=== rgb_pwm_driver_flat ===
==> src/rtl/rgb_pwm_if.sv <==
// Colour word, enable and LED/period outputs of the RGB PWM driver.
// The master side supplies colour and enable; the slave side is the driver.
interface rgb_pwm_if;
  logic        enable;
  logic [23:0] rgb;
  logic        led_r;
  logic        led_g;
  logic        led_b;
  logic        period_start;

  modport master (
    output enable,
    output rgb,
    input  led_r,
    input  led_g,
    input  led_b,
    input  period_start
  );

  modport slave (
    input  enable,
    input  rgb,
    output led_r,
    output led_g,
    output led_b,
    output period_start
  );
endinterface

==> src/rtl/rgb_pwm_driver.sv <==
// 8-bit, 255-step PWM driver for an RGB LED with duty latched at period boundaries.
// Define RGB_PWM_ACTIVE_LOW_EN for common-anode LEDs (inverted led_* outputs).
module rgb_pwm_driver #(
  parameter int unsigned PRESCALE = 1
) (
  input  logic      clk,
  input  logic      rst,
  rgb_pwm_if.slave  pwm_if
);

`ifdef RGB_PWM_ACTIVE_LOW_EN
  localparam logic LED_INV = 1'b1;
`else
  localparam logic LED_INV = 1'b0;
`endif

  localparam logic [15:0] PRESCALE_M1 = 16'(PRESCALE - 32'd1);
  localparam logic [7:0]  PWM_LAST    = 8'd254;

  logic [15:0] pre_cnt_r;
  logic [7:0]  pwm_cnt_r;
  logic [7:0]  sh_red_r;
  logic [7:0]  sh_grn_r;
  logic [7:0]  sh_blu_r;
  logic        led_r_r;
  logic        led_g_r;
  logic        led_b_r;
  logic        period_start_r;

  logic        tick_s;
  logic        load_s;
  logic [7:0]  duty_r_s;
  logic [7:0]  duty_g_s;
  logic [7:0]  duty_b_s;

  // Prescaler tick, load-point detection and duty source selection
  always_comb begin
    tick_s   = 1'b0;
    load_s   = 1'b0;
    duty_r_s = sh_red_r;
    duty_g_s = sh_grn_r;
    duty_b_s = sh_blu_r;
    if (pre_cnt_r == PRESCALE_M1) begin
      tick_s = 1'b1;
    end else begin
      tick_s = 1'b0;
    end
    if (pwm_if.enable && (pre_cnt_r == 16'd0) && (pwm_cnt_r == 8'd0)) begin
      load_s = 1'b1;
    end else begin
      load_s = 1'b0;
    end
    // At the load point the live rgb word is used so the first count step is not stale
    if (load_s) begin
      duty_r_s = pwm_if.rgb[23:16];
      duty_g_s = pwm_if.rgb[15:8];
      duty_b_s = pwm_if.rgb[7:0];
    end else begin
      duty_r_s = sh_red_r;
      duty_g_s = sh_grn_r;
      duty_b_s = sh_blu_r;
    end
  end

  // Counters, shadow duty registers and registered outputs
  always_ff @(posedge clk) begin
    if (rst) begin
      pre_cnt_r      <= 16'd0;
      pwm_cnt_r      <= 8'd0;
      sh_red_r       <= 8'd0;
      sh_grn_r       <= 8'd0;
      sh_blu_r       <= 8'd0;
      led_r_r        <= LED_INV;
      led_g_r        <= LED_INV;
      led_b_r        <= LED_INV;
      period_start_r <= 1'b0;
    end else if (!pwm_if.enable) begin
      pre_cnt_r      <= 16'd0;
      pwm_cnt_r      <= 8'd0;
      led_r_r        <= LED_INV;
      led_g_r        <= LED_INV;
      led_b_r        <= LED_INV;
      period_start_r <= 1'b0;
    end else begin
      if (tick_s) begin
        pre_cnt_r <= 16'd0;
        if (pwm_cnt_r == PWM_LAST) begin
          pwm_cnt_r <= 8'd0;
        end else begin
          pwm_cnt_r <= pwm_cnt_r + 8'd1;
        end
      end else begin
        pre_cnt_r <= pre_cnt_r + 16'd1;
      end
      if (load_s) begin
        sh_red_r <= pwm_if.rgb[23:16];
        sh_grn_r <= pwm_if.rgb[15:8];
        sh_blu_r <= pwm_if.rgb[7:0];
      end else begin
        sh_red_r <= sh_red_r;
        sh_grn_r <= sh_grn_r;
        sh_blu_r <= sh_blu_r;
      end
      led_r_r        <= (pwm_cnt_r < duty_r_s) ^ LED_INV;
      led_g_r        <= (pwm_cnt_r < duty_g_s) ^ LED_INV;
      led_b_r        <= (pwm_cnt_r < duty_b_s) ^ LED_INV;
      period_start_r <= load_s;
    end
  end

  assign pwm_if.led_r        = led_r_r;
  assign pwm_if.led_g        = led_g_r;
  assign pwm_if.led_b        = led_b_r;
  assign pwm_if.period_start = period_start_r;

endmodule

==> src/flat_wrapper.sv <==
// flat-port wrapper written by rule: the top's interface ports become plain ports
module rgb_pwm_driver_flat 
#(
  parameter int unsigned PRESCALE = 1
)
  (clk, rst, pwm_if_enable, pwm_if_rgb, pwm_if_led_r, pwm_if_led_g, pwm_if_led_b, pwm_if_period_start);
  rgb_pwm_if pwm_if_i ();
  input  logic clk;
  input  logic rst;
  input wire logic [$bits(pwm_if_i.enable)-1:0] pwm_if_enable;
  input wire logic [$bits(pwm_if_i.rgb)-1:0] pwm_if_rgb;
  output wire logic [$bits(pwm_if_i.led_r)-1:0] pwm_if_led_r;
  output wire logic [$bits(pwm_if_i.led_g)-1:0] pwm_if_led_g;
  output wire logic [$bits(pwm_if_i.led_b)-1:0] pwm_if_led_b;
  output wire logic [$bits(pwm_if_i.period_start)-1:0] pwm_if_period_start;
  assign pwm_if_i.enable = pwm_if_enable;
  assign pwm_if_i.rgb = pwm_if_rgb;
  assign pwm_if_led_r = pwm_if_i.led_r;
  assign pwm_if_led_g = pwm_if_i.led_g;
  assign pwm_if_led_b = pwm_if_i.led_b;
  assign pwm_if_period_start = pwm_if_i.period_start;
  rgb_pwm_driver #(.PRESCALE(PRESCALE)) u_core (.clk(clk), .rst(rst), .pwm_if(pwm_if_i));
endmodule
==> config.mk <==
export PLATFORM = sky130hd
export DESIGN_NAME = rgb_pwm_driver_flat
export DESIGN_NICKNAME = d
export VERILOG_FILES = /design/src/rtl/rgb_pwm_if.sv /design/src/rtl/rgb_pwm_driver.sv /design/src/flat_wrapper.sv
export SDC_FILE = /design/constraint.sdc
export NUM_CORES = 1
export LEC_CHECK = 0
export ABC_AREA = 1
export CORE_ASPECT_RATIO = 0.6
export CORE_MARGIN = 4
export CORE_UTILIZATION = 50
export DETAILED_ROUTE_END_ITERATION = 8
export MAX_ROUTING_LAYER = met4
export PLACE_DENSITY = 0.86
export SYNTH_ARGS = -nofsm -noshare
export SYNTH_HDL_FRONTEND = slang
export SYNTH_SLANG_ARGS = --single-unit
==> constraint.sdc <==
create_clock -name clk -period 1.9 [get_ports clk]
set_input_delay 0.19 -clock clk [delete_from_list [all_inputs] [get_ports clk]]
set_output_delay 0.19 -clock clk [all_outputs]
set_load 0.02 [all_outputs]
=== gray_ptr_sync ===
## src/rtl/gray_ptr_sync.sv

```systemverilog
// -----------------------------------------------------------------------------
// gray_ptr_sync
//
// Synchronises a Gray-coded async-FIFO pointer from a foreign clock domain into
// the CLK domain. It provides the synchronised Gray value, a registered binary
// conversion, a one-cycle update strobe on every pointer change and a sticky
// flag for illegal (multi-bit) Gray transitions.
//
// Parameters
//   PTR_WIDTH   pointer width in bits, address bits + wrap bit   (2..16)
//   NUM_STAGES  synchroniser flop stages                         (2..4)
//
// Ports
//   CLK           in   destination-domain clock
//   RST           in   asynchronous active-low reset
//   ptr_in        in   Gray pointer from the foreign domain, asynchronous to CLK
//   err_clr       in   synchronous clear of gray_err
//   ptr_gray_out  out  synchronised Gray pointer (last sync stage)
//   ptr_bin_out   out  registered binary equivalent of ptr_gray_out
//   ptr_upd       out  one-cycle strobe: ptr_bin_out has just taken a new value
//   gray_err      out  sticky flag: illegal Gray transition seen
// -----------------------------------------------------------------------------
module gray_ptr_sync #(
    parameter int PTR_WIDTH  = 4,
    parameter int NUM_STAGES = 2
) (
    input  logic                 CLK,
    input  logic                 RST,
    input  logic [PTR_WIDTH-1:0] ptr_in,
    input  logic                 err_clr,
    output logic [PTR_WIDTH-1:0] ptr_gray_out,
    output logic [PTR_WIDTH-1:0] ptr_bin_out,
    output logic                 ptr_upd,
    output logic                 gray_err
);

    // Reject out-of-range configurations at elaboration time.
    if (NUM_STAGES < 2 || NUM_STAGES > 4) begin : g_bad_stages
        $error("gray_ptr_sync: NUM_STAGES must be in 2..4");
    end
    if (PTR_WIDTH < 2 || PTR_WIDTH > 16) begin : g_bad_width
        $error("gray_ptr_sync: PTR_WIDTH must be in 2..16");
    end

    // -------------------------------------------------------------------------
    // Synchroniser chain: every bit goes through exactly NUM_STAGES flops with
    // nothing in between, so each bit resolves independently and Gray coding
    // bounds the sampled value to old-or-new.
    // -------------------------------------------------------------------------
    logic [PTR_WIDTH-1:0] sync_q [NUM_STAGES];

    always_ff @(posedge CLK or negedge RST) begin
        if (!RST) begin
            // NOTE: the sync chain is a small flop array, not a RAM, so it can
            // and must be reset element by element; otherwise a stale value
            // from before reset would emerge as a spurious update.
            for (int i = 0; i < NUM_STAGES; i++) begin
                sync_q[i] <= '0;
            end
        end else begin
            // NOTE: non-blocking assignments make every stage sample the
            // previous stage's old value; blocking ones would collapse the
            // chain into a single flop.
            sync_q[0] <= ptr_in;
            for (int i = 1; i < NUM_STAGES; i++) begin
                sync_q[i] <= sync_q[i-1];
            end
        end
    end

    assign ptr_gray_out = sync_q[NUM_STAGES-1];

    // -------------------------------------------------------------------------
    // Change detection, binary conversion and error tracking, all working on
    // the synchronised value only.
    // -------------------------------------------------------------------------
    logic [PTR_WIDTH-1:0] prev_q;
    logic [PTR_WIDTH-1:0] diff;
    logic [PTR_WIDTH-1:0] bin_d, bin_q;
    logic                 upd_d, upd_q;
    logic                 err_d, err_q;

    always_comb begin
        // NOTE: every output of this block gets a default first, so no path
        // through it can leave a value unassigned and infer a latch.
        bin_d = '0;
        diff  = ptr_gray_out ^ prev_q;
        // bin[i] is the XOR of all Gray bits from i up to the MSB, which is the
        // unrolled form of bin[i] = bin[i+1] ^ gray[i].
        for (int i = 0; i < PTR_WIDTH; i++) begin
            bin_d[i] = ^(ptr_gray_out >> i);
        end
        upd_d = |diff;
        // A set condition beats a simultaneous clear.
        err_d = ($countones(diff) > 1) || (err_q && !err_clr);
    end

    always_ff @(posedge CLK or negedge RST) begin
        if (!RST) begin
            prev_q <= '0;
            bin_q  <= '0;
            upd_q  <= 1'b0;
            err_q  <= 1'b0;
        end else begin
            prev_q <= ptr_gray_out;
            bin_q  <= bin_d;
            upd_q  <= upd_d;
            err_q  <= err_d;
        end
    end

    assign ptr_bin_out = bin_q;
    assign ptr_upd     = upd_q;
    assign gray_err    = err_q;

endmodule
```

## config.mk

```make
export PLATFORM = sky130hd
export DESIGN_NAME = gray_ptr_sync
export DESIGN_NICKNAME = d
export VERILOG_FILES = /design/src/rtl/gray_ptr_sync.sv
export SDC_FILE = /design/constraint.sdc
export NUM_CORES = 1
export LEC_CHECK = 0
export CORE_MARGIN = 4
export CORE_UTILIZATION = 25
export CTS_CLUSTER_SIZE = 10
export DETAILED_ROUTE_END_ITERATION = 6
export GPL_ROUTABILITY_DRIVEN = 0
export MAX_ROUTING_LAYER = met4
export PLACE_DENSITY = 0.55
export REMOVE_ABC_BUFFERS = 1
export SYNTH_ARGS = -nofsm -noshare
export SYNTH_HDL_FRONTEND = slang
export SYNTH_SLANG_ARGS = --single-unit
```

## constraint.sdc

```tcl
create_clock -name CLK -period 1.7 [get_ports CLK]
set_clock_uncertainty 0.2 [all_clocks]
set_input_delay 0.255 -clock CLK [delete_from_list [all_inputs] [get_ports CLK]]
set_output_delay 0.255 -clock CLK [all_outputs]
set_load 0.02 [all_outputs]
```

=== muldiv_unit_flat ===
### config.mk
export PLATFORM = sky130hd
export DESIGN_NAME = muldiv_unit_flat
export DESIGN_NICKNAME = d
export VERILOG_FILES = /design/src/rtl/muldiv_unit_if.sv /design/src/rtl/muldiv_unit.sv /design/src/flat_wrapper.sv
export SDC_FILE = /design/constraint.sdc
export NUM_CORES = 1
export LEC_CHECK = 0
export CAP_MARGIN = 20
export CORE_ASPECT_RATIO = 1.25
export CORE_UTILIZATION = 40
export DETAILED_ROUTE_END_ITERATION = 10
export SETUP_SLACK_MARGIN = 0.4
export SLEW_MARGIN = 20
export SYNTH_ARGS = -nofsm -noshare
export SYNTH_HDL_FRONTEND = slang
export SYNTH_SLANG_ARGS = --single-unit
### constraint.sdc
create_clock -name clk -period 4.03 [get_ports clk]
set_input_delay 0.806 -clock clk [delete_from_list [all_inputs] [get_ports clk]]
set_output_delay 0.806 -clock clk [all_outputs]
set_load 0.05 [all_outputs]
### src/rtl/muldiv_unit_if.sv
// rtl/muldiv_unit_if.sv - request/result bundle between the execute-stage control and the multiply/divide unit
interface muldiv_unit_if #(
  parameter int WIDTH = 32
);
  logic [WIDTH-1:0] a;
  logic [WIDTH-1:0] b;
  logic [2:0]       op;
  logic             start;
  logic             busy;
  logic             done;
  logic             div_zero;
  logic [WIDTH-1:0] hi;
  logic [WIDTH-1:0] lo;

  modport master (
    output a, b, op, start,
    input  busy, done, div_zero, hi, lo
  );

  modport slave (
    input  a, b, op, start,
    output busy, done, div_zero, hi, lo
  );
endinterface

### src/rtl/muldiv_unit.sv
// rtl/muldiv_unit.sv - iterative MULT/MULTU/DIV/DIVU unit owning HI/LO, one bit per cycle
module muldiv_unit #(
  parameter int WIDTH = 32
) (
  input  logic         clk,
  input  logic         rst,
  muldiv_unit_if.slave io
);
  localparam int CW = $clog2(WIDTH + 1);

  typedef enum logic [1:0] {IDLE, RUN, FIX} state_t;

  state_t           state_q, state_d;
  logic [CW-1:0]    cnt_q, cnt_d;
  // acc: upper product half / partial remainder; sh: multiplier-then-low-product / dividend-then-quotient
  logic [WIDTH-1:0] acc_q, acc_d;
  logic [WIDTH-1:0] sh_q, sh_d;
  logic [WIDTH-1:0] opb_q, opb_d;
  logic             is_div_q, is_div_d;
  logic             res_neg_q, res_neg_d;
  logic             rem_neg_q, rem_neg_d;
  logic             dz_q, dz_d;
  logic             busy_q, busy_d;
  logic             done_q, done_d;
  logic             div_zero_q, div_zero_d;
  logic [WIDTH-1:0] hi_q, hi_d;
  logic [WIDTH-1:0] lo_q, lo_d;

  logic [WIDTH-1:0]   a_abs, b_abs;
  logic [WIDTH:0]     mul_sum;
  logic [WIDTH:0]     div_shift, div_diff;
  logic [2*WIDTH-1:0] prod, prod_fix;

  assign a_abs     = (io.op[0] && io.a[WIDTH-1]) ? -io.a : io.a;
  assign b_abs     = (io.op[0] && io.b[WIDTH-1]) ? -io.b : io.b;
  assign mul_sum   = {1'b0, acc_q} + (sh_q[0] ? {1'b0, opb_q} : '0);
  assign div_shift = {acc_q, sh_q[WIDTH-1]};
  // Remainder stays below the divisor, so bit WIDTH of the difference is a clean borrow flag.
  assign div_diff  = div_shift - {1'b0, opb_q};
  assign prod      = {acc_q, sh_q};
  assign prod_fix  = res_neg_q ? -prod : prod;

  always_comb begin
    state_d    = state_q;
    cnt_d      = cnt_q;
    acc_d      = acc_q;
    sh_d       = sh_q;
    opb_d      = opb_q;
    is_div_d   = is_div_q;
    res_neg_d  = res_neg_q;
    rem_neg_d  = rem_neg_q;
    dz_d       = dz_q;
    busy_d     = busy_q;
    done_d     = 1'b0;
    div_zero_d = 1'b0;
    hi_d       = hi_q;
    lo_d       = lo_q;
    unique case (state_q)
      IDLE: begin
        if (io.start) begin
          if (!io.op[2]) begin
            state_d   = RUN;
            busy_d    = 1'b1;
            cnt_d     = CW'(WIDTH);
            is_div_d  = io.op[1];
            res_neg_d = io.op[0] & (io.a[WIDTH-1] ^ io.b[WIDTH-1]);
            rem_neg_d = io.op[0] & io.a[WIDTH-1];
            dz_d      = io.op[1] && (io.b == '0);
            acc_d     = '0;
            sh_d      = io.op[1] ? a_abs : b_abs;
            opb_d     = io.op[1] ? b_abs : a_abs;
          end else if (io.op[1:0] == 2'b00) begin
            hi_d = io.a;
          end else if (io.op[1:0] == 2'b01) begin
            lo_d = io.a;
          end
        end
      end
      RUN: begin
        if (is_div_q) begin
          if (!div_diff[WIDTH]) begin
            acc_d = div_diff[WIDTH-1:0];
            sh_d  = {sh_q[WIDTH-2:0], 1'b1};
          end else begin
            acc_d = div_shift[WIDTH-1:0];
            sh_d  = {sh_q[WIDTH-2:0], 1'b0};
          end
        end else begin
          acc_d = mul_sum[WIDTH:1];
          sh_d  = {mul_sum[0], sh_q[WIDTH-1:1]};
        end
        cnt_d = cnt_q - CW'(1);
        if (cnt_q == CW'(1)) state_d = FIX;
      end
      FIX: begin
        state_d    = IDLE;
        busy_d     = 1'b0;
        done_d     = 1'b1;
        div_zero_d = is_div_q & dz_q;
        if (!is_div_q) begin
          hi_d = prod_fix[2*WIDTH-1:WIDTH];
          lo_d = prod_fix[WIDTH-1:0];
        end else if (!dz_q) begin
          lo_d = res_neg_q ? -sh_q : sh_q;
          hi_d = rem_neg_q ? -acc_q : acc_q;
        end
      end
      default: state_d = IDLE;
    endcase
  end

  always_ff @(posedge clk) begin
    if (rst) begin
      state_q    <= IDLE;
      cnt_q      <= '0;
      acc_q      <= '0;
      sh_q       <= '0;
      opb_q      <= '0;
      is_div_q   <= 1'b0;
      res_neg_q  <= 1'b0;
      rem_neg_q  <= 1'b0;
      dz_q       <= 1'b0;
      busy_q     <= 1'b0;
      done_q     <= 1'b0;
      div_zero_q <= 1'b0;
      hi_q       <= '0;
      lo_q       <= '0;
    end else begin
      state_q    <= state_d;
      cnt_q      <= cnt_d;
      acc_q      <= acc_d;
      sh_q       <= sh_d;
      opb_q      <= opb_d;
      is_div_q   <= is_div_d;
      res_neg_q  <= res_neg_d;
      rem_neg_q  <= rem_neg_d;
      dz_q       <= dz_d;
      busy_q     <= busy_d;
      done_q     <= done_d;
      div_zero_q <= div_zero_d;
      hi_q       <= hi_d;
      lo_q       <= lo_d;
    end
  end

  assign io.busy     = busy_q;
  assign io.done     = done_q;
  assign io.div_zero = div_zero_q;
  assign io.hi       = hi_q;
  assign io.lo       = lo_q;
endmodule

### src/flat_wrapper.sv
// flat-port wrapper written by rule: the top's interface ports become plain ports
module muldiv_unit_flat 
#(
  parameter int WIDTH = 32
)
  (clk, rst, io_a, io_b, io_op, io_start, io_busy, io_done, io_div_zero, io_hi, io_lo);
  muldiv_unit_if #(.WIDTH(WIDTH)) io_i ();
  input  logic clk;
  input  logic rst;
  input wire logic [$bits(io_i.a)-1:0] io_a;
  input wire logic [$bits(io_i.b)-1:0] io_b;
  input wire logic [$bits(io_i.op)-1:0] io_op;
  input wire logic [$bits(io_i.start)-1:0] io_start;
  output wire logic [$bits(io_i.busy)-1:0] io_busy;
  output wire logic [$bits(io_i.done)-1:0] io_done;
  output wire logic [$bits(io_i.div_zero)-1:0] io_div_zero;
  output wire logic [$bits(io_i.hi)-1:0] io_hi;
  output wire logic [$bits(io_i.lo)-1:0] io_lo;
  assign io_i.a = io_a;
  assign io_i.b = io_b;
  assign io_i.op = io_op;
  assign io_i.start = io_start;
  assign io_busy = io_i.busy;
  assign io_done = io_i.done;
  assign io_div_zero = io_i.div_zero;
  assign io_hi = io_i.hi;
  assign io_lo = io_i.lo;
  muldiv_unit #(.WIDTH(WIDTH)) u_core (.clk(clk), .rst(rst), .io(io_i));
endmodule
=== hazard_stall_controller_flat ===
### src/rtl/hazard_stall_controller_if.sv
// ID-stage hazard interface: pipeline register fields in, interlock controls out.
// The master drives the pipeline view; the slave is the interlock controller.
interface hazard_stall_controller_if;
    logic [4:0] IF_ID_rs;
    logic [4:0] IF_ID_rt;
    logic       ID_UsesRs;
    logic       ID_UsesRt;
    logic       ID_Branch;
    logic       ID_PCSrc;
    logic       ID_MulStart;
    logic       ID_MulUse;
    logic       ID_EX_RegWrite;
    logic       ID_EX_MemRead;
    logic [4:0] ID_EX_WriteRegister;
    logic       EX_MEM_MemRead;
    logic [4:0] EX_MEM_WriteRegister;
    logic       PC_Write;
    logic       IF_ID_Write;
    logic       ID_EX_Bubble;
    logic       IF_ID_Flush;
    logic       Mul_Busy;
    logic [1:0] Stall_Reason;

    modport master (
        output IF_ID_rs, IF_ID_rt, ID_UsesRs, ID_UsesRt, ID_Branch, ID_PCSrc,
               ID_MulStart, ID_MulUse, ID_EX_RegWrite, ID_EX_MemRead,
               ID_EX_WriteRegister, EX_MEM_MemRead, EX_MEM_WriteRegister,
        input  PC_Write, IF_ID_Write, ID_EX_Bubble, IF_ID_Flush, Mul_Busy, Stall_Reason
    );

    modport slave (
        input  IF_ID_rs, IF_ID_rt, ID_UsesRs, ID_UsesRt, ID_Branch, ID_PCSrc,
               ID_MulStart, ID_MulUse, ID_EX_RegWrite, ID_EX_MemRead,
               ID_EX_WriteRegister, EX_MEM_MemRead, EX_MEM_WriteRegister,
        output PC_Write, IF_ID_Write, ID_EX_Bubble, IF_ID_Flush, Mul_Busy, Stall_Reason
    );
endinterface

### src/rtl/hazard_stall_controller.sv
// ID-stage interlock: load-use, branch-operand and multiplier-busy stalls plus taken-branch flush.
// Optional macro HAZ_STALL_COUNT_EN adds a saturating 32-bit stalled-cycle counter output.
module hazard_stall_controller #(
    parameter int MUL_LATENCY = 4
) (
    input  logic Clk,
    input  logic Rst,
    hazard_stall_controller_if.slave hz
`ifdef HAZ_STALL_COUNT_EN
    ,
    output logic [31:0] Stall_Count
`endif
);
    typedef enum logic {IDLE, BUSY} mul_state_t;

    mul_state_t state, state_nxt;
    logic [3:0] mul_cnt, cnt_nxt;
    logic       mul_busy;
    logic       ex_rs, ex_rt, mem_rs, mem_rt;
    logic       lu, br, mb, stall;
    logic [1:0] reason;

    // Register 0 is hardwired, so it can never carry a hazard.
    function automatic logic reg_match(input logic uses, input logic [4:0] src, input logic [4:0] dst);
        return uses && (src == dst) && (src != 5'd0);
    endfunction

    assign ex_rs  = reg_match(hz.ID_UsesRs, hz.IF_ID_rs, hz.ID_EX_WriteRegister);
    assign ex_rt  = reg_match(hz.ID_UsesRt, hz.IF_ID_rt, hz.ID_EX_WriteRegister);
    assign mem_rs = reg_match(hz.ID_UsesRs, hz.IF_ID_rs, hz.EX_MEM_WriteRegister);
    assign mem_rt = reg_match(hz.ID_UsesRt, hz.IF_ID_rt, hz.EX_MEM_WriteRegister);

    assign lu = hz.ID_EX_MemRead && (ex_rs || ex_rt);
    assign br = hz.ID_Branch && ((hz.ID_EX_RegWrite && (ex_rs || ex_rt)) ||
                                 (hz.EX_MEM_MemRead && (mem_rs || mem_rt)));
    assign mb = (mul_cnt != 4'd0) && (hz.ID_MulUse || hz.ID_MulStart);

    always_comb begin
        reason = 2'b00;
        if (Rst)     reason = 2'b00;
        else if (lu) reason = 2'b01;
        else if (br) reason = 2'b10;
        else if (mb) reason = 2'b11;
    end

    assign stall           = (reason != 2'b00);
    assign hz.Stall_Reason = reason;
    assign hz.PC_Write     = ~stall;
    assign hz.IF_ID_Write  = ~stall;
    assign hz.ID_EX_Bubble = stall;
    // Branch decisions made on stale operands are discarded until the stall clears.
    assign hz.IF_ID_Flush  = hz.ID_PCSrc && !stall && !Rst;
    assign hz.Mul_Busy     = mul_busy;

    always_comb begin
        state_nxt = state;
        cnt_nxt   = mul_cnt;
        case (state)
            IDLE: begin
                if (hz.ID_MulStart && !stall) begin
                    cnt_nxt   = 4'(MUL_LATENCY);
                    state_nxt = BUSY;
                end
            end
            BUSY: begin
                // Counts down through stalled cycles too; a new start is refused, not reloaded.
                cnt_nxt = mul_cnt - 4'd1;
                if (mul_cnt == 4'd1) state_nxt = IDLE;
            end
            default: begin
                state_nxt = IDLE;
                cnt_nxt   = 4'd0;
            end
        endcase
    end

    always_ff @(posedge Clk) begin
        if (Rst) begin
            state    <= IDLE;
            mul_cnt  <= 4'd0;
            mul_busy <= 1'b0;
        end else begin
            state    <= state_nxt;
            mul_cnt  <= cnt_nxt;
            mul_busy <= (cnt_nxt != 4'd0);
        end
    end

`ifdef HAZ_STALL_COUNT_EN
    always_ff @(posedge Clk) begin
        if (Rst)
            Stall_Count <= 32'd0;
        else if (stall && (Stall_Count != 32'hFFFF_FFFF))
            Stall_Count <= Stall_Count + 32'd1;
    end
`endif
endmodule
### src/flat_wrapper.sv
// flat-port wrapper written by rule: the top's interface ports become plain ports
module hazard_stall_controller_flat 
#(
    parameter int MUL_LATENCY = 4
)
  (Clk, Rst, hz_IF_ID_rs, hz_IF_ID_rt, hz_ID_UsesRs, hz_ID_UsesRt, hz_ID_Branch, hz_ID_PCSrc, hz_ID_MulStart, hz_ID_MulUse, hz_ID_EX_RegWrite, hz_ID_EX_MemRead, hz_ID_EX_WriteRegister, hz_EX_MEM_MemRead, hz_EX_MEM_WriteRegister, hz_PC_Write, hz_IF_ID_Write, hz_ID_EX_Bubble, hz_IF_ID_Flush, hz_Mul_Busy, hz_Stall_Reason);
  hazard_stall_controller_if hz_i ();
  input  logic Clk;
  input  logic Rst;
  input wire logic [$bits(hz_i.IF_ID_rs)-1:0] hz_IF_ID_rs;
  input wire logic [$bits(hz_i.IF_ID_rt)-1:0] hz_IF_ID_rt;
  input wire logic [$bits(hz_i.ID_UsesRs)-1:0] hz_ID_UsesRs;
  input wire logic [$bits(hz_i.ID_UsesRt)-1:0] hz_ID_UsesRt;
  input wire logic [$bits(hz_i.ID_Branch)-1:0] hz_ID_Branch;
  input wire logic [$bits(hz_i.ID_PCSrc)-1:0] hz_ID_PCSrc;
  input wire logic [$bits(hz_i.ID_MulStart)-1:0] hz_ID_MulStart;
  input wire logic [$bits(hz_i.ID_MulUse)-1:0] hz_ID_MulUse;
  input wire logic [$bits(hz_i.ID_EX_RegWrite)-1:0] hz_ID_EX_RegWrite;
  input wire logic [$bits(hz_i.ID_EX_MemRead)-1:0] hz_ID_EX_MemRead;
  input wire logic [$bits(hz_i.ID_EX_WriteRegister)-1:0] hz_ID_EX_WriteRegister;
  input wire logic [$bits(hz_i.EX_MEM_MemRead)-1:0] hz_EX_MEM_MemRead;
  input wire logic [$bits(hz_i.EX_MEM_WriteRegister)-1:0] hz_EX_MEM_WriteRegister;
  output wire logic [$bits(hz_i.PC_Write)-1:0] hz_PC_Write;
  output wire logic [$bits(hz_i.IF_ID_Write)-1:0] hz_IF_ID_Write;
  output wire logic [$bits(hz_i.ID_EX_Bubble)-1:0] hz_ID_EX_Bubble;
  output wire logic [$bits(hz_i.IF_ID_Flush)-1:0] hz_IF_ID_Flush;
  output wire logic [$bits(hz_i.Mul_Busy)-1:0] hz_Mul_Busy;
  output wire logic [$bits(hz_i.Stall_Reason)-1:0] hz_Stall_Reason;
  assign hz_i.IF_ID_rs = hz_IF_ID_rs;
  assign hz_i.IF_ID_rt = hz_IF_ID_rt;
  assign hz_i.ID_UsesRs = hz_ID_UsesRs;
  assign hz_i.ID_UsesRt = hz_ID_UsesRt;
  assign hz_i.ID_Branch = hz_ID_Branch;
  assign hz_i.ID_PCSrc = hz_ID_PCSrc;
  assign hz_i.ID_MulStart = hz_ID_MulStart;
  assign hz_i.ID_MulUse = hz_ID_MulUse;
  assign hz_i.ID_EX_RegWrite = hz_ID_EX_RegWrite;
  assign hz_i.ID_EX_MemRead = hz_ID_EX_MemRead;
  assign hz_i.ID_EX_WriteRegister = hz_ID_EX_WriteRegister;
  assign hz_i.EX_MEM_MemRead = hz_EX_MEM_MemRead;
  assign hz_i.EX_MEM_WriteRegister = hz_EX_MEM_WriteRegister;
  assign hz_PC_Write = hz_i.PC_Write;
  assign hz_IF_ID_Write = hz_i.IF_ID_Write;
  assign hz_ID_EX_Bubble = hz_i.ID_EX_Bubble;
  assign hz_IF_ID_Flush = hz_i.IF_ID_Flush;
  assign hz_Mul_Busy = hz_i.Mul_Busy;
  assign hz_Stall_Reason = hz_i.Stall_Reason;
  hazard_stall_controller #(.MUL_LATENCY(MUL_LATENCY)) u_core (.Clk(Clk), .Rst(Rst), .hz(hz_i));
endmodule
### config.mk
export PLATFORM = sky130hd
export DESIGN_NAME = hazard_stall_controller_flat
export DESIGN_NICKNAME = d
export VERILOG_FILES = /design/src/rtl/hazard_stall_controller_if.sv /design/src/rtl/hazard_stall_controller.sv /design/src/flat_wrapper.sv
export SDC_FILE = /design/constraint.sdc
export NUM_CORES = 1
export LEC_CHECK = 0
export ABC_AREA = 1
export CAP_MARGIN = 10
export CORE_MARGIN = 1
export CORE_UTILIZATION = 35
export CTS_BUF_LIST = sky130_fd_sc_hd__clkbuf_8
export CTS_CLUSTER_DIAMETER = 60
export DETAILED_ROUTE_END_ITERATION = 16
export PLACE_DENSITY = 0.68
export SLEW_MARGIN = 10
export SYNTH_ARGS = -nofsm -noshare
export SYNTH_HDL_FRONTEND = slang
export SYNTH_SLANG_ARGS = --single-unit
### constraint.sdc
create_clock -name Clk -period 1.7 [get_ports Clk]
set_input_delay 0.17 -clock Clk [delete_from_list [all_inputs] [get_ports Clk]]
set_output_delay 0.17 -clock Clk [all_outputs]
set_load 0.02 [all_outputs]
### Cells colored by class, muldiv_unit_flat

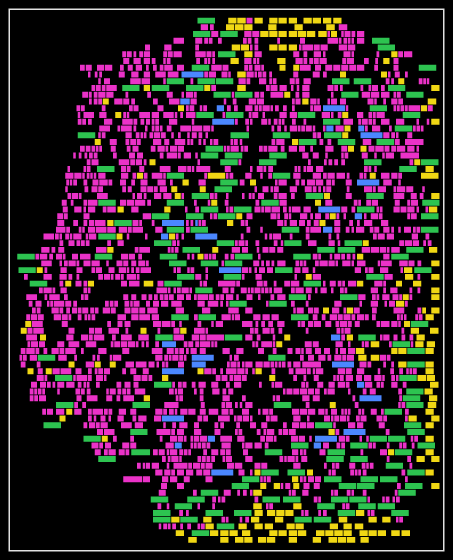
Key: registers = green [cells 175, share of their area 21%]; remaining logic cells = magenta [cells 1727, share of their area 64%]; remaining buffers and delay cells = yellow [cells 228, share of their area 12%]; clock drivers and dummy loads = blue [cells 32, share of their area 3.4%]
placeable core area: 36500 um^2
sequential share of cell area: 19.85%
area of all placed cells without fillers: 17660 um^2
share of the core filled with cells: 48.40%
number of placement rows: 78

### Clock wires, drivers and flops, muldiv_unit_flat

Scale bar: 50 um.
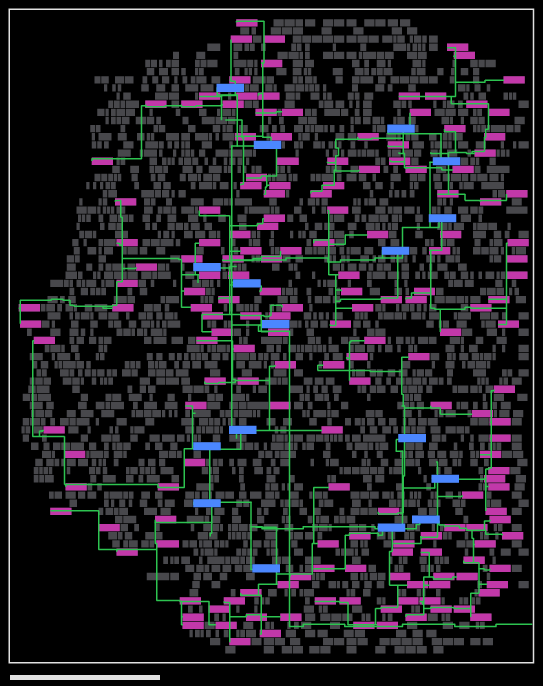
Key: clock wires = green [length 2810 um]; clock-net drivers = blue [count 17]; flip-flops = magenta [count 175]
Position of the flops: spread over the die. There are 18 routed clock nets.
Clock power frac: 32.6%
Post-Route Skew: 0.01371 ns
power dissipated in the clock network: 1710 uW
clock latency of the later-clocked register in the worst-skew pair: 0.48 ns

==> results.txt, muldiv_unit_flat <==
Purpose: to document the outcome of synthesis and place and route.

Timing
The last timing report of the flow puts the setup violation total at 0. The worst path setup slack after routing is 0.4930 ns. The final critical delay including setup and external delays is 3.537 ns.

Synthesis
By instance count, the leading cell after synthesis is sky130_fd_sc_hd__nor2_1. Counting instances in the post-synthesis netlist gives the leading cell types as sky130_fd_sc_hd__nor2_1, sky130_fd_sc_hd__a21oi_1, sky130_fd_sc_hd__nand2_1. The number of synthesized flops with an enable pin is 0.

The gate count of the mapped netlist is 2049. For reference, simple AND, OR, NAND and NOR cells occupy 20.82% of the area reported after synthesis.

Layout
The fill cell total of the finished layout is 3706. The multi-input combinational cells in the finished layout cover a total of 10640 um^2. The biggest cell category by area in the final layout is logic gates. The number of non-filler instances in the completed layout is 2642. The final net count is 2291. The sequential cell count is 175.

The ratio of cells with drive above 1 in the final layout is 7.771%.

CTS
TritonCTS built the clock tree. The maximum buffer depth of the clock tree is 2. The number of buffers added by the clock tree synthesis step is 17. The clock drives 175 sinks.

Global routing
The initial antenna violation count was 1. The met1 layer usage reported by global route is 37.02%. In the global route stage, met2 resource usage came out at 54.49%.

Run status
The flow ran to the end, and the final reports show no timing, DRC or antenna violations.

Die
Tap insertion was completed with 480 tapcells.

Placed design
The post-detailed-placement cell area is 17050 um^2.

Drt
The remaining design rule violation count is 0. Per the detail_route log, met3 wirelength is 3398 um.
==> muldiv_unit_flat: sequential cells by signal (all words and copies together) (netlist names) <==
register / count
u_core.acc_q: 32
u_core.cnt_q: 6
u_core.dz_q: 1
u_core.io.busy: 1
u_core.io.div_zero: 1
u_core.io.done: 1
u_core.io.hi: 32
u_core.io.lo: 32
u_core.is_div_q: 1
u_core.opb_q: 32
u_core.rem_neg_q: 1
u_core.res_neg_q: 1
u_core.sh_q: 32
u_core.state_q: 2
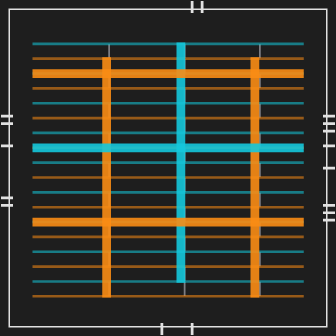
*Supply network, gray_ptr_sync*
Pins as bars on the die edge. Tap cells in gray.
Key: VSS = orange; VDD = cyan
28 tap cells. 3 straps on met5. 18 met1 rails follow the rows. 3 straps on met4. 17 signal pins sit on the boundary.
maximum vdd drop: 0.0004856 V
DIE WIDTH: 57.88 um
placeable core area: 2297 um^2
Die Ht: 57.88 um

### Routing congestion map, gray_ptr_sync

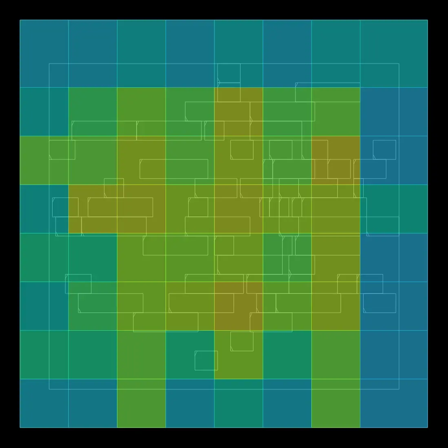
GR met1 Demand/Resource: 7.242%
met2 Resource Use GR: 10.65%
GRT Max-Usage Layer: met2
Total Routing Usage GR: 6.845%

==> results.txt, gray_ptr_sync <==
Purpose: to document the outcome of synthesis and place and route.

Synthesis
Of all flip-flops after synthesis, the portion carrying an async set or reset was 100.0%. The area of the mapped netlist is 621.8 um^2. The area fraction in compound gates after synthesis is 1.408%. The area fraction of the largest cell type after synthesis is 68.41%.

Flow run
The count of tool warnings is 27.

Global routing
The pin count of the biggest net entering global routing is 18.

Timing
OpenROAD reports that the post-layout worst path occupies 95.64% of the period.

Layout
By instance count after routing, the leading logic cell types are sky130_fd_sc_hd__dfrtp_1, sky130_fd_sc_hd__inv_1, sky130_fd_sc_hd__clkdlybuf4s50_1, sky130_fd_sc_hd__dlygate4sd2_1, sky130_fd_sc_hd__buf_4.

Placed design
Summing all placed instances gives a cell area of 809.5 um^2.

CTS
After clock tree synthesis, the setup repair step added 0 buffers.

Drt
The wire length on met3 is 112 um. The final route contains 331 vias.

Critical path
For the worst flop-to-flop path, the logic depth is 5.

Pwr
Per the OpenROAD power report, switching power amounts to 224.8 uW.

Run status
The run finished with clean final reports.
-- gray_ptr_sync: area by class of cell --
| cell class | instances | area share (%) |
|---|---|---|
| Clock buffer | 3 | 2.590 |
| Clock inverter | 1 | 0.8633 |
| Sequential cell | 17 | 49.06 |
| Tap cell | 28 | 4.029 |
| Timing Repair Buffer | 20 | 21.87 |
| Multi-Input combinational cell | 11 | 18.56 |
| Inverter | 7 | 3.022 |
-- gray_ptr_sync: state kept, by name (all words and copies together), names as in the netlist --
signal	count
sync_q	4
prev_q	3
ptr_gray_out	4
ptr_bin_out	4
gray_err	1
ptr_upd	1
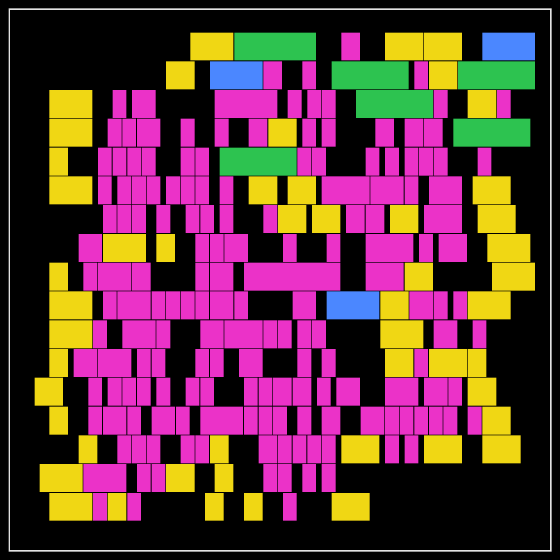
*Cells colored by class, hazard_stall_controller_flat*
Key: clock-net drivers = blue [cells 3, share of their area 3.0%]; remaining buffers and delay cells = yellow [cells 50, share of their area 30%]; remaining logic cells = magenta [cells 165, share of their area 58%]; registers = green [cells 6, share of their area 8.8%]
area of all placed cells without fillers: 1416 um^2
placeable core area: 2233 um^2
sequential share of cell area: 8.569%
number of placement rows: 17
share of the core filled with cells: 63.42%

==> results.txt, hazard_stall_controller_flat <==
Purpose: to document the outcome of synthesis and place and route.

Pwr
The power report shows net switching accounting for 39.79% of the total. For the sequential group, total power comes out at 191 uW.

Drt
The highest signal layer in the routed design is met4. The via total after detailed routing is 1135. The first-pass iteration count of the detailed router is 3.

Synthesis
The main logic family after synthesis is simple AND/OR/NAND/NOR gates. In the synthesized netlist, the cells that appear most often are sky130_fd_sc_hd__nand2_1, sky130_fd_sc_hd__inv_1, sky130_fd_sc_hd__nor2_1.

Layout
Fill cells in the final layout number 230.

Global routing
In the global route stage, met1 resource usage came out at 20.04%.

Timing
The number of max-slew violations in the final report is 0. The final tally of hold violations is 0.

Critical path
The path length in cells of the critical path is 10. For the worst reg-to-reg path, the endpoint reported by OpenROAD is u_core.hz.Mul_Busy. Per the timing report, the most critical flop-to-flop path originates at u_core.mul_cnt[0]. The data required time at the worst endpoint is 1.53 ns.

Counting cells, the worst reg-to-reg path comes to 13.

Run status
The run finished with clean final reports.

CTS
The clock tree from TritonCTS is yes.
==> hazard_stall_controller_flat: per-stage QoR <==
step                      total power [uW]    TNS, ns  area, um^2  hold slack (ns)  util [%]
after CTS                            996.2          0        1374           0.5679     61.51
after detailed placement             794.5     -6.160        1326           0.5613     59.38
after floorplan                      525.7          0       842.1           0.2391         -
after global placement               785.7     -5.850        1326           0.5654     59.38
final                                 1050          0        1416           0.5658     63.42
after global routing                  1141  -0.009552        1416           0.6282     63.42
### Routing congestion map, rgb_pwm_driver_flat

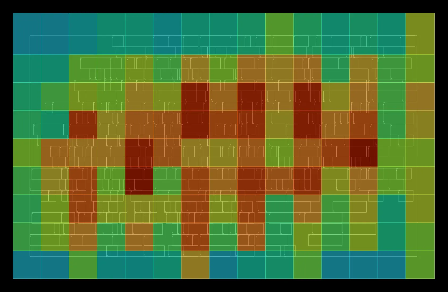
GR met1 Demand/Resource: 25.50%
GRT Max-Usage Layer: met2

### Wiring by layer, rgb_pwm_driver_flat

Scale bar: 20 um.
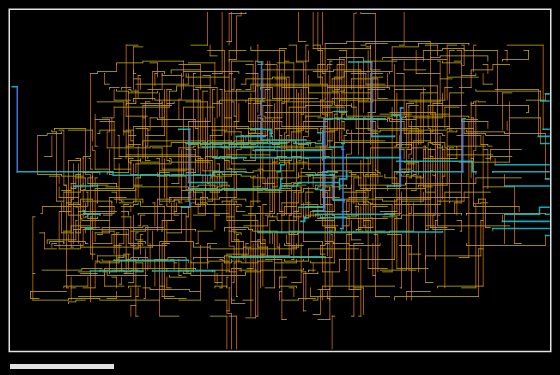
Key: M1 = yellow [wire length 3120 um]; M2 = orange [wire length 3650 um]; M4 = blue [wire length 124 um]; M3 = cyan [wire length 481 um]
total number of vias: 2593
Total Routing Usage GR: 21.28%
final routed wire length divided by cell count: 15.62 um
total length of routed wires: 7373 um

==> results.txt, rgb_pwm_driver_flat <==
Purpose: to document the outcome of synthesis and place and route.

Run status
The run finished, with violations left. The final reports fail on setup timing.

Timing
The maximum operating frequency is 460.7 MHz. The total setup violations reported at the end of the flow is 3. Hold timing on the final database bottoms out at a slack of 0.4921 ns.

In the post-route analysis, the smallest setup slack over all paths is -0.2704 ns.

Synthesis
The sequential cell area fraction in the yosys report is 37.90%. The commonest cells after synthesis are sky130_fd_sc_hd__nor2_1, sky130_fd_sc_hd__dfxtp_1, sky130_fd_sc_hd__nand2_1. The total cell area reported by yosys after synthesis is 2746 um^2. The area of the mapped netlist is 2746 um^2. The gate count of the mapped netlist is 331.

Placed design
After its last routability iteration, the placer logged a weighted congestion of 0.8490. The number of input and output port buffers inserted is 30. The worst-case setup slack after placement is -0.2625 ns.

Drt
Detailed-route iteration 0 reported a violation count of 173. Wire segments on met3 add up to 480 um in the final route. The first-pass iteration count of the detailed router is 7.

Critical path
The worst flop-to-flop path startpoint is u_core.pre_cnt_r[0]. Per STA, the worst path is made up of inv_2 > ha_4 > inv_2 > nor2_2 > nand2_2 > nor2_8 > nand3_4 > buf_12 > mux2i_4 > ha_1 > a21oi_1 > o211ai_1 > a21oi_2.

Layout
In the final design database the tool counted 458 nets. Measured on the final layout, the clock distribution area share stands at 3.299%.

Pwr
After layout, the design draws a total of 2464 uW.

Global routing
The number of global-route vias before repair is 2490.

CTS
The clock latency on the worst-skew pair is 0.31 ns.
-- rgb_pwm_driver_flat: where the power goes --
| part | switching (uW) | internal, uW |
|---|---|---|
| clock network | 368 | 465 |
| logic | 227 | 249 |
| registers | 23.5 | 1130 |
-- rgb_pwm_driver_flat: per-stage QoR --
stage                     instances  utilization, %
final                           472           73.96
after detailed placement        458           65.72
after global placement          458           65.72
after global routing            472           73.96
after CTS                       468           69.28
after floorplan                 331               -
-- rgb_pwm_driver_flat: metal layers --
metal,track usage [%],up-vias
met2,36.81,93
met3,4.711,21
met4,6.136,0
met5,-,-
li1,-,1244
met1,25.50,1235

=== core_step_ctrl ===
--- config.mk ---
export PLATFORM = sky130hd
export DESIGN_NAME = core_step_ctrl
export DESIGN_NICKNAME = d
export VERILOG_FILES = /design/src/rtl/core_step_ctrl.sv
export SDC_FILE = /design/constraint.sdc
export NUM_CORES = 1
export LEC_CHECK = 0
export ABC_AREA = 1
export CAP_MARGIN = 20
export CORE_UTILIZATION = 45
export DETAILED_ROUTE_END_ITERATION = 6
export GPL_TIMING_DRIVEN = 0
export PLACE_DENSITY = 0.71
export SYNTH_ARGS = -nofsm -noshare
export SYNTH_HDL_FRONTEND = slang
export SYNTH_SLANG_ARGS = --single-unit
--- constraint.sdc ---
create_clock -name clk -period 7.72 [get_ports clk]
set_clock_uncertainty 0.1 [all_clocks]
set_input_delay 1.93 -clock clk [delete_from_list [all_inputs] [get_ports clk]]
set_output_delay 1.93 -clock clk [all_outputs]
set_load 0.1 [all_outputs]
--- src/rtl/core_step_ctrl.sv ---
// ============================================================================
// Module   : core_step_ctrl
// Function : Turns the divider tick into a qualified one-cycle core enable
//            with free-run, debounced single-step, halt and tick watchdog.
// Revision : 1.0 - initial release
// ============================================================================
`default_nettype none

module core_step_ctrl #(
  parameter int DEBOUNCE_TICKS = 4,
  parameter int TICK_TIMEOUT   = 24000000,
  parameter int CNT_W_WD       = 25,
  parameter int STEP_W         = 32
) (
  input  logic              clk,
  input  logic              rst,
  input  logic              tick,
  input  logic              run_sw,
  input  logic              step_btn,
  input  logic              halt_req,
  output logic              core_en,
  output logic              running,
  output logic [STEP_W-1:0] step_count,
  output logic              tick_lost
);

  localparam int DB_W = $clog2(DEBOUNCE_TICKS + 1);
  localparam logic [DB_W-1:0]     DB_MAX = DB_W'(DEBOUNCE_TICKS);
  localparam logic [CNT_W_WD-1:0] WD_MAX = CNT_W_WD'(TICK_TIMEOUT);

  localparam logic [1:0] ST_HALT     = 2'd0;
  localparam logic [1:0] ST_RUN      = 2'd1;
  localparam logic [1:0] ST_STEP_ARM = 2'd2;

  logic              run_meta_q, run_s_q, btn_meta_q, btn_s_q;
  logic              db_last_q, db_last_d;
  logic [DB_W-1:0]   db_cnt_q, db_cnt_d;
  logic              btn_db_q, btn_db_d;
  logic              db_prev_q;
  logic [1:0]        state_q, state_d;
  logic              core_en_q, core_en_d;
  logic              running_q, running_d;
  logic [STEP_W-1:0] step_count_q, step_count_d;
  logic [CNT_W_WD-1:0] wd_cnt_q, wd_cnt_d;
  logic              tick_lost_q, tick_lost_d;
  logic              step_req;

  // Debounce samples only on tick, so the filter window scales with the tick rate
  always_comb begin
    db_last_d = db_last_q;
    db_cnt_d  = db_cnt_q;
    btn_db_d  = btn_db_q;
    if (tick) begin
      db_last_d = btn_s_q;
      if (btn_s_q != db_last_q) begin
        db_cnt_d = DB_W'(1);
      end else if (db_cnt_q != DB_MAX) begin
        db_cnt_d = db_cnt_q + DB_W'(1);
      end
      if ((db_cnt_d == DB_MAX) && (btn_s_q != btn_db_q)) begin
        btn_db_d = btn_s_q;
      end
    end
  end

  assign step_req = btn_db_q & ~db_prev_q;

  always_comb begin
    wd_cnt_d = wd_cnt_q;
    if (tick) begin
      wd_cnt_d = '0;
    end else if (wd_cnt_q != WD_MAX) begin
      wd_cnt_d = wd_cnt_q + CNT_W_WD'(1);
    end
    tick_lost_d = tick_lost_q | (wd_cnt_d == WD_MAX);
  end

  always_comb begin
    state_d   = state_q;
    core_en_d = 1'b0;
    case (state_q)
      ST_HALT: begin
        if (tick_lost_q) begin
          state_d = ST_HALT;
        end else if (run_s_q && !halt_req) begin
          state_d = ST_RUN;
        end else if (step_req) begin
          state_d = ST_STEP_ARM;
        end
      end
      ST_RUN: begin
        if (halt_req || !run_s_q || tick_lost_q) begin
          state_d = ST_HALT;
        end else if (tick) begin
          core_en_d = 1'b1;
        end
      end
      ST_STEP_ARM: begin
        if (halt_req || tick_lost_q) begin
          state_d = ST_HALT;
        end else if (tick) begin
          core_en_d = 1'b1;
          state_d   = ST_HALT;
        end
      end
      default: state_d = ST_HALT;
    endcase
    running_d    = (state_d == ST_RUN);
    step_count_d = core_en_d ? step_count_q + STEP_W'(1) : step_count_q;
  end

  always_ff @(posedge clk or posedge rst) begin
    if (rst) begin
      run_meta_q   <= 1'b0;
      run_s_q      <= 1'b0;
      btn_meta_q   <= 1'b0;
      btn_s_q      <= 1'b0;
      db_last_q    <= 1'b0;
      db_cnt_q     <= '0;
      btn_db_q     <= 1'b0;
      db_prev_q    <= 1'b0;
      state_q      <= ST_HALT;
      core_en_q    <= 1'b0;
      running_q    <= 1'b0;
      step_count_q <= '0;
      wd_cnt_q     <= '0;
      tick_lost_q  <= 1'b0;
    end else begin
      run_meta_q   <= run_sw;
      run_s_q      <= run_meta_q;
      btn_meta_q   <= step_btn;
      btn_s_q      <= btn_meta_q;
      db_last_q    <= db_last_d;
      db_cnt_q     <= db_cnt_d;
      btn_db_q     <= btn_db_d;
      db_prev_q    <= btn_db_q;
      state_q      <= state_d;
      core_en_q    <= core_en_d;
      running_q    <= running_d;
      step_count_q <= step_count_d;
      wd_cnt_q     <= wd_cnt_d;
      tick_lost_q  <= tick_lost_d;
    end
  end

  assign core_en    = core_en_q;
  assign running    = running_q;
  assign step_count = step_count_q;
  assign tick_lost  = tick_lost_q;

endmodule

`default_nettype wire
### Supply network, core_step_ctrl

Pins as bars on the die edge. Tap cells in gray.
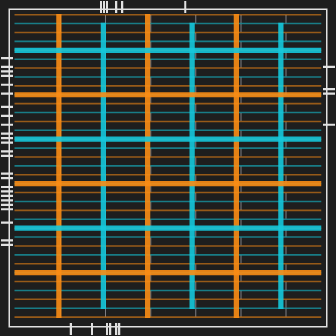
Key: VDD = cyan; VSS = orange
6 straps on met5. The core has 34 rows. 41 signal pins sit on the boundary. 35 met1 rails follow the rows.
placeable core area: 8678 um^2
maximum vdd drop: 0.00008035 V
DIE WIDTH: 96.64 um

==> results.txt <==
Purpose: to document the outcome of synthesis and place and route.

Synthesis
The synthesized netlist devotes 7.172% of its cell area to XOR and XNOR gates. The synthesis report lists the most area-consuming cells as sky130_fd_sc_hd__dfrtp_1, sky130_fd_sc_hd__nand2_1, sky130_fd_sc_hd__inv_1. The area of the mapped netlist is 4030 um^2. Of the post-synthesis cell area, the dominant cell type holds 44.71%. The total cells reported by yosys after synthesis is 506.

CTS
Clock tree synthesis found a total of 72 sinks. The clock tree root driver cell is sky130_fd_sc_hd__clkbuf_8. The clock passes through at most 2 buffers.

The report puts the hold buffer count at CTS at 0.

Drt
The first-pass iteration count of the detailed router is 5. Using the TritonRoute via totals, the vias-per-cell ratio works out to 5.063.

Placed design
Note, the detailed placer reported a final HPWL of 6255 um. RePlAce ended its routability-driven mode at a weighted congestion of 0.9060.

Run status
The run finished with clean final reports.

Critical path
The startpoint of the worst setup timing path is step_count[6]. The number of cells on the worst reg-to-reg path is 11. STA classifies the critical path startpoint as a flop.

Per STA, the worst path is made up of clkdlybuf4s50_1. The biggest cell delay along the critical path is 1.18 ns.

Die
The floorplan has 34 rows.

Timing
The total setup violations reported at the end of the flow is 0. On the final layout, the worst hold slack is 0.2553 ns. The final critical delay including setup and external delays is 4.005 ns. Setup repair after global routing left no endpoint under its margin.

Layout
The ratio of cells with drive above 1 in the final layout is 11.21%. Counting only logic cells after layout, the most numerous master is sky130_fd_sc_hd__nand2_1. The final net count is 573.

Global routing
Overall routing resource usage recorded by global route was 19.36%. The first global-routing pass estimated 14660 um of wire.

Pwr
The internal power contribution is 597.3 uW.
sequential cells by signal (all words and copies together) (netlist names), 2 cells and up:
signal and cells:
wd_cnt_q 25, step_count 32, state_q 2, db_cnt_q 3
final cells by class:
type | count | area (um^2) | area share (%)
timing repair buffer | 41 | 427.9 | 8.888
buffer | 6 | 33.78 | 0.7017
tap | 108 | 135.1 | 2.807
multi-input combinational | 362 | 1947 | 40.44
sequential | 72 | 1802 | 37.42
clock buffer | 10 | 137.6 | 2.859
clock inverter | 5 | 81.33 | 1.689
inverter | 66 | 250.2 | 5.198


## Gallery

Supply network.
Pins as bars on the die edge. Tap cells in gray.
Plate I
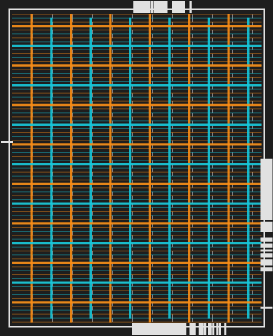
Plate II
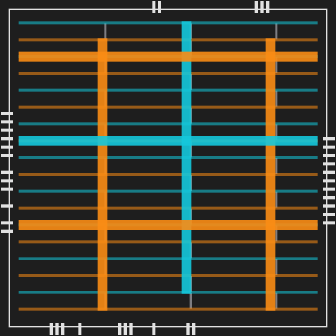
Plate III
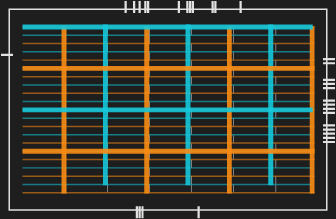
| picture | from |
|---|---|
| Plate II | hazard_stall_controller_flat |
| Plate I | muldiv_unit_flat |
| Plate III | rgb_pwm_driver_flat |

Key to Plate III:
Key: VSS = orange; VDD = cyan
7 straps on met4. 66 tap cells. The core has 20 rows.

Power and IR drop assume default switching activity.
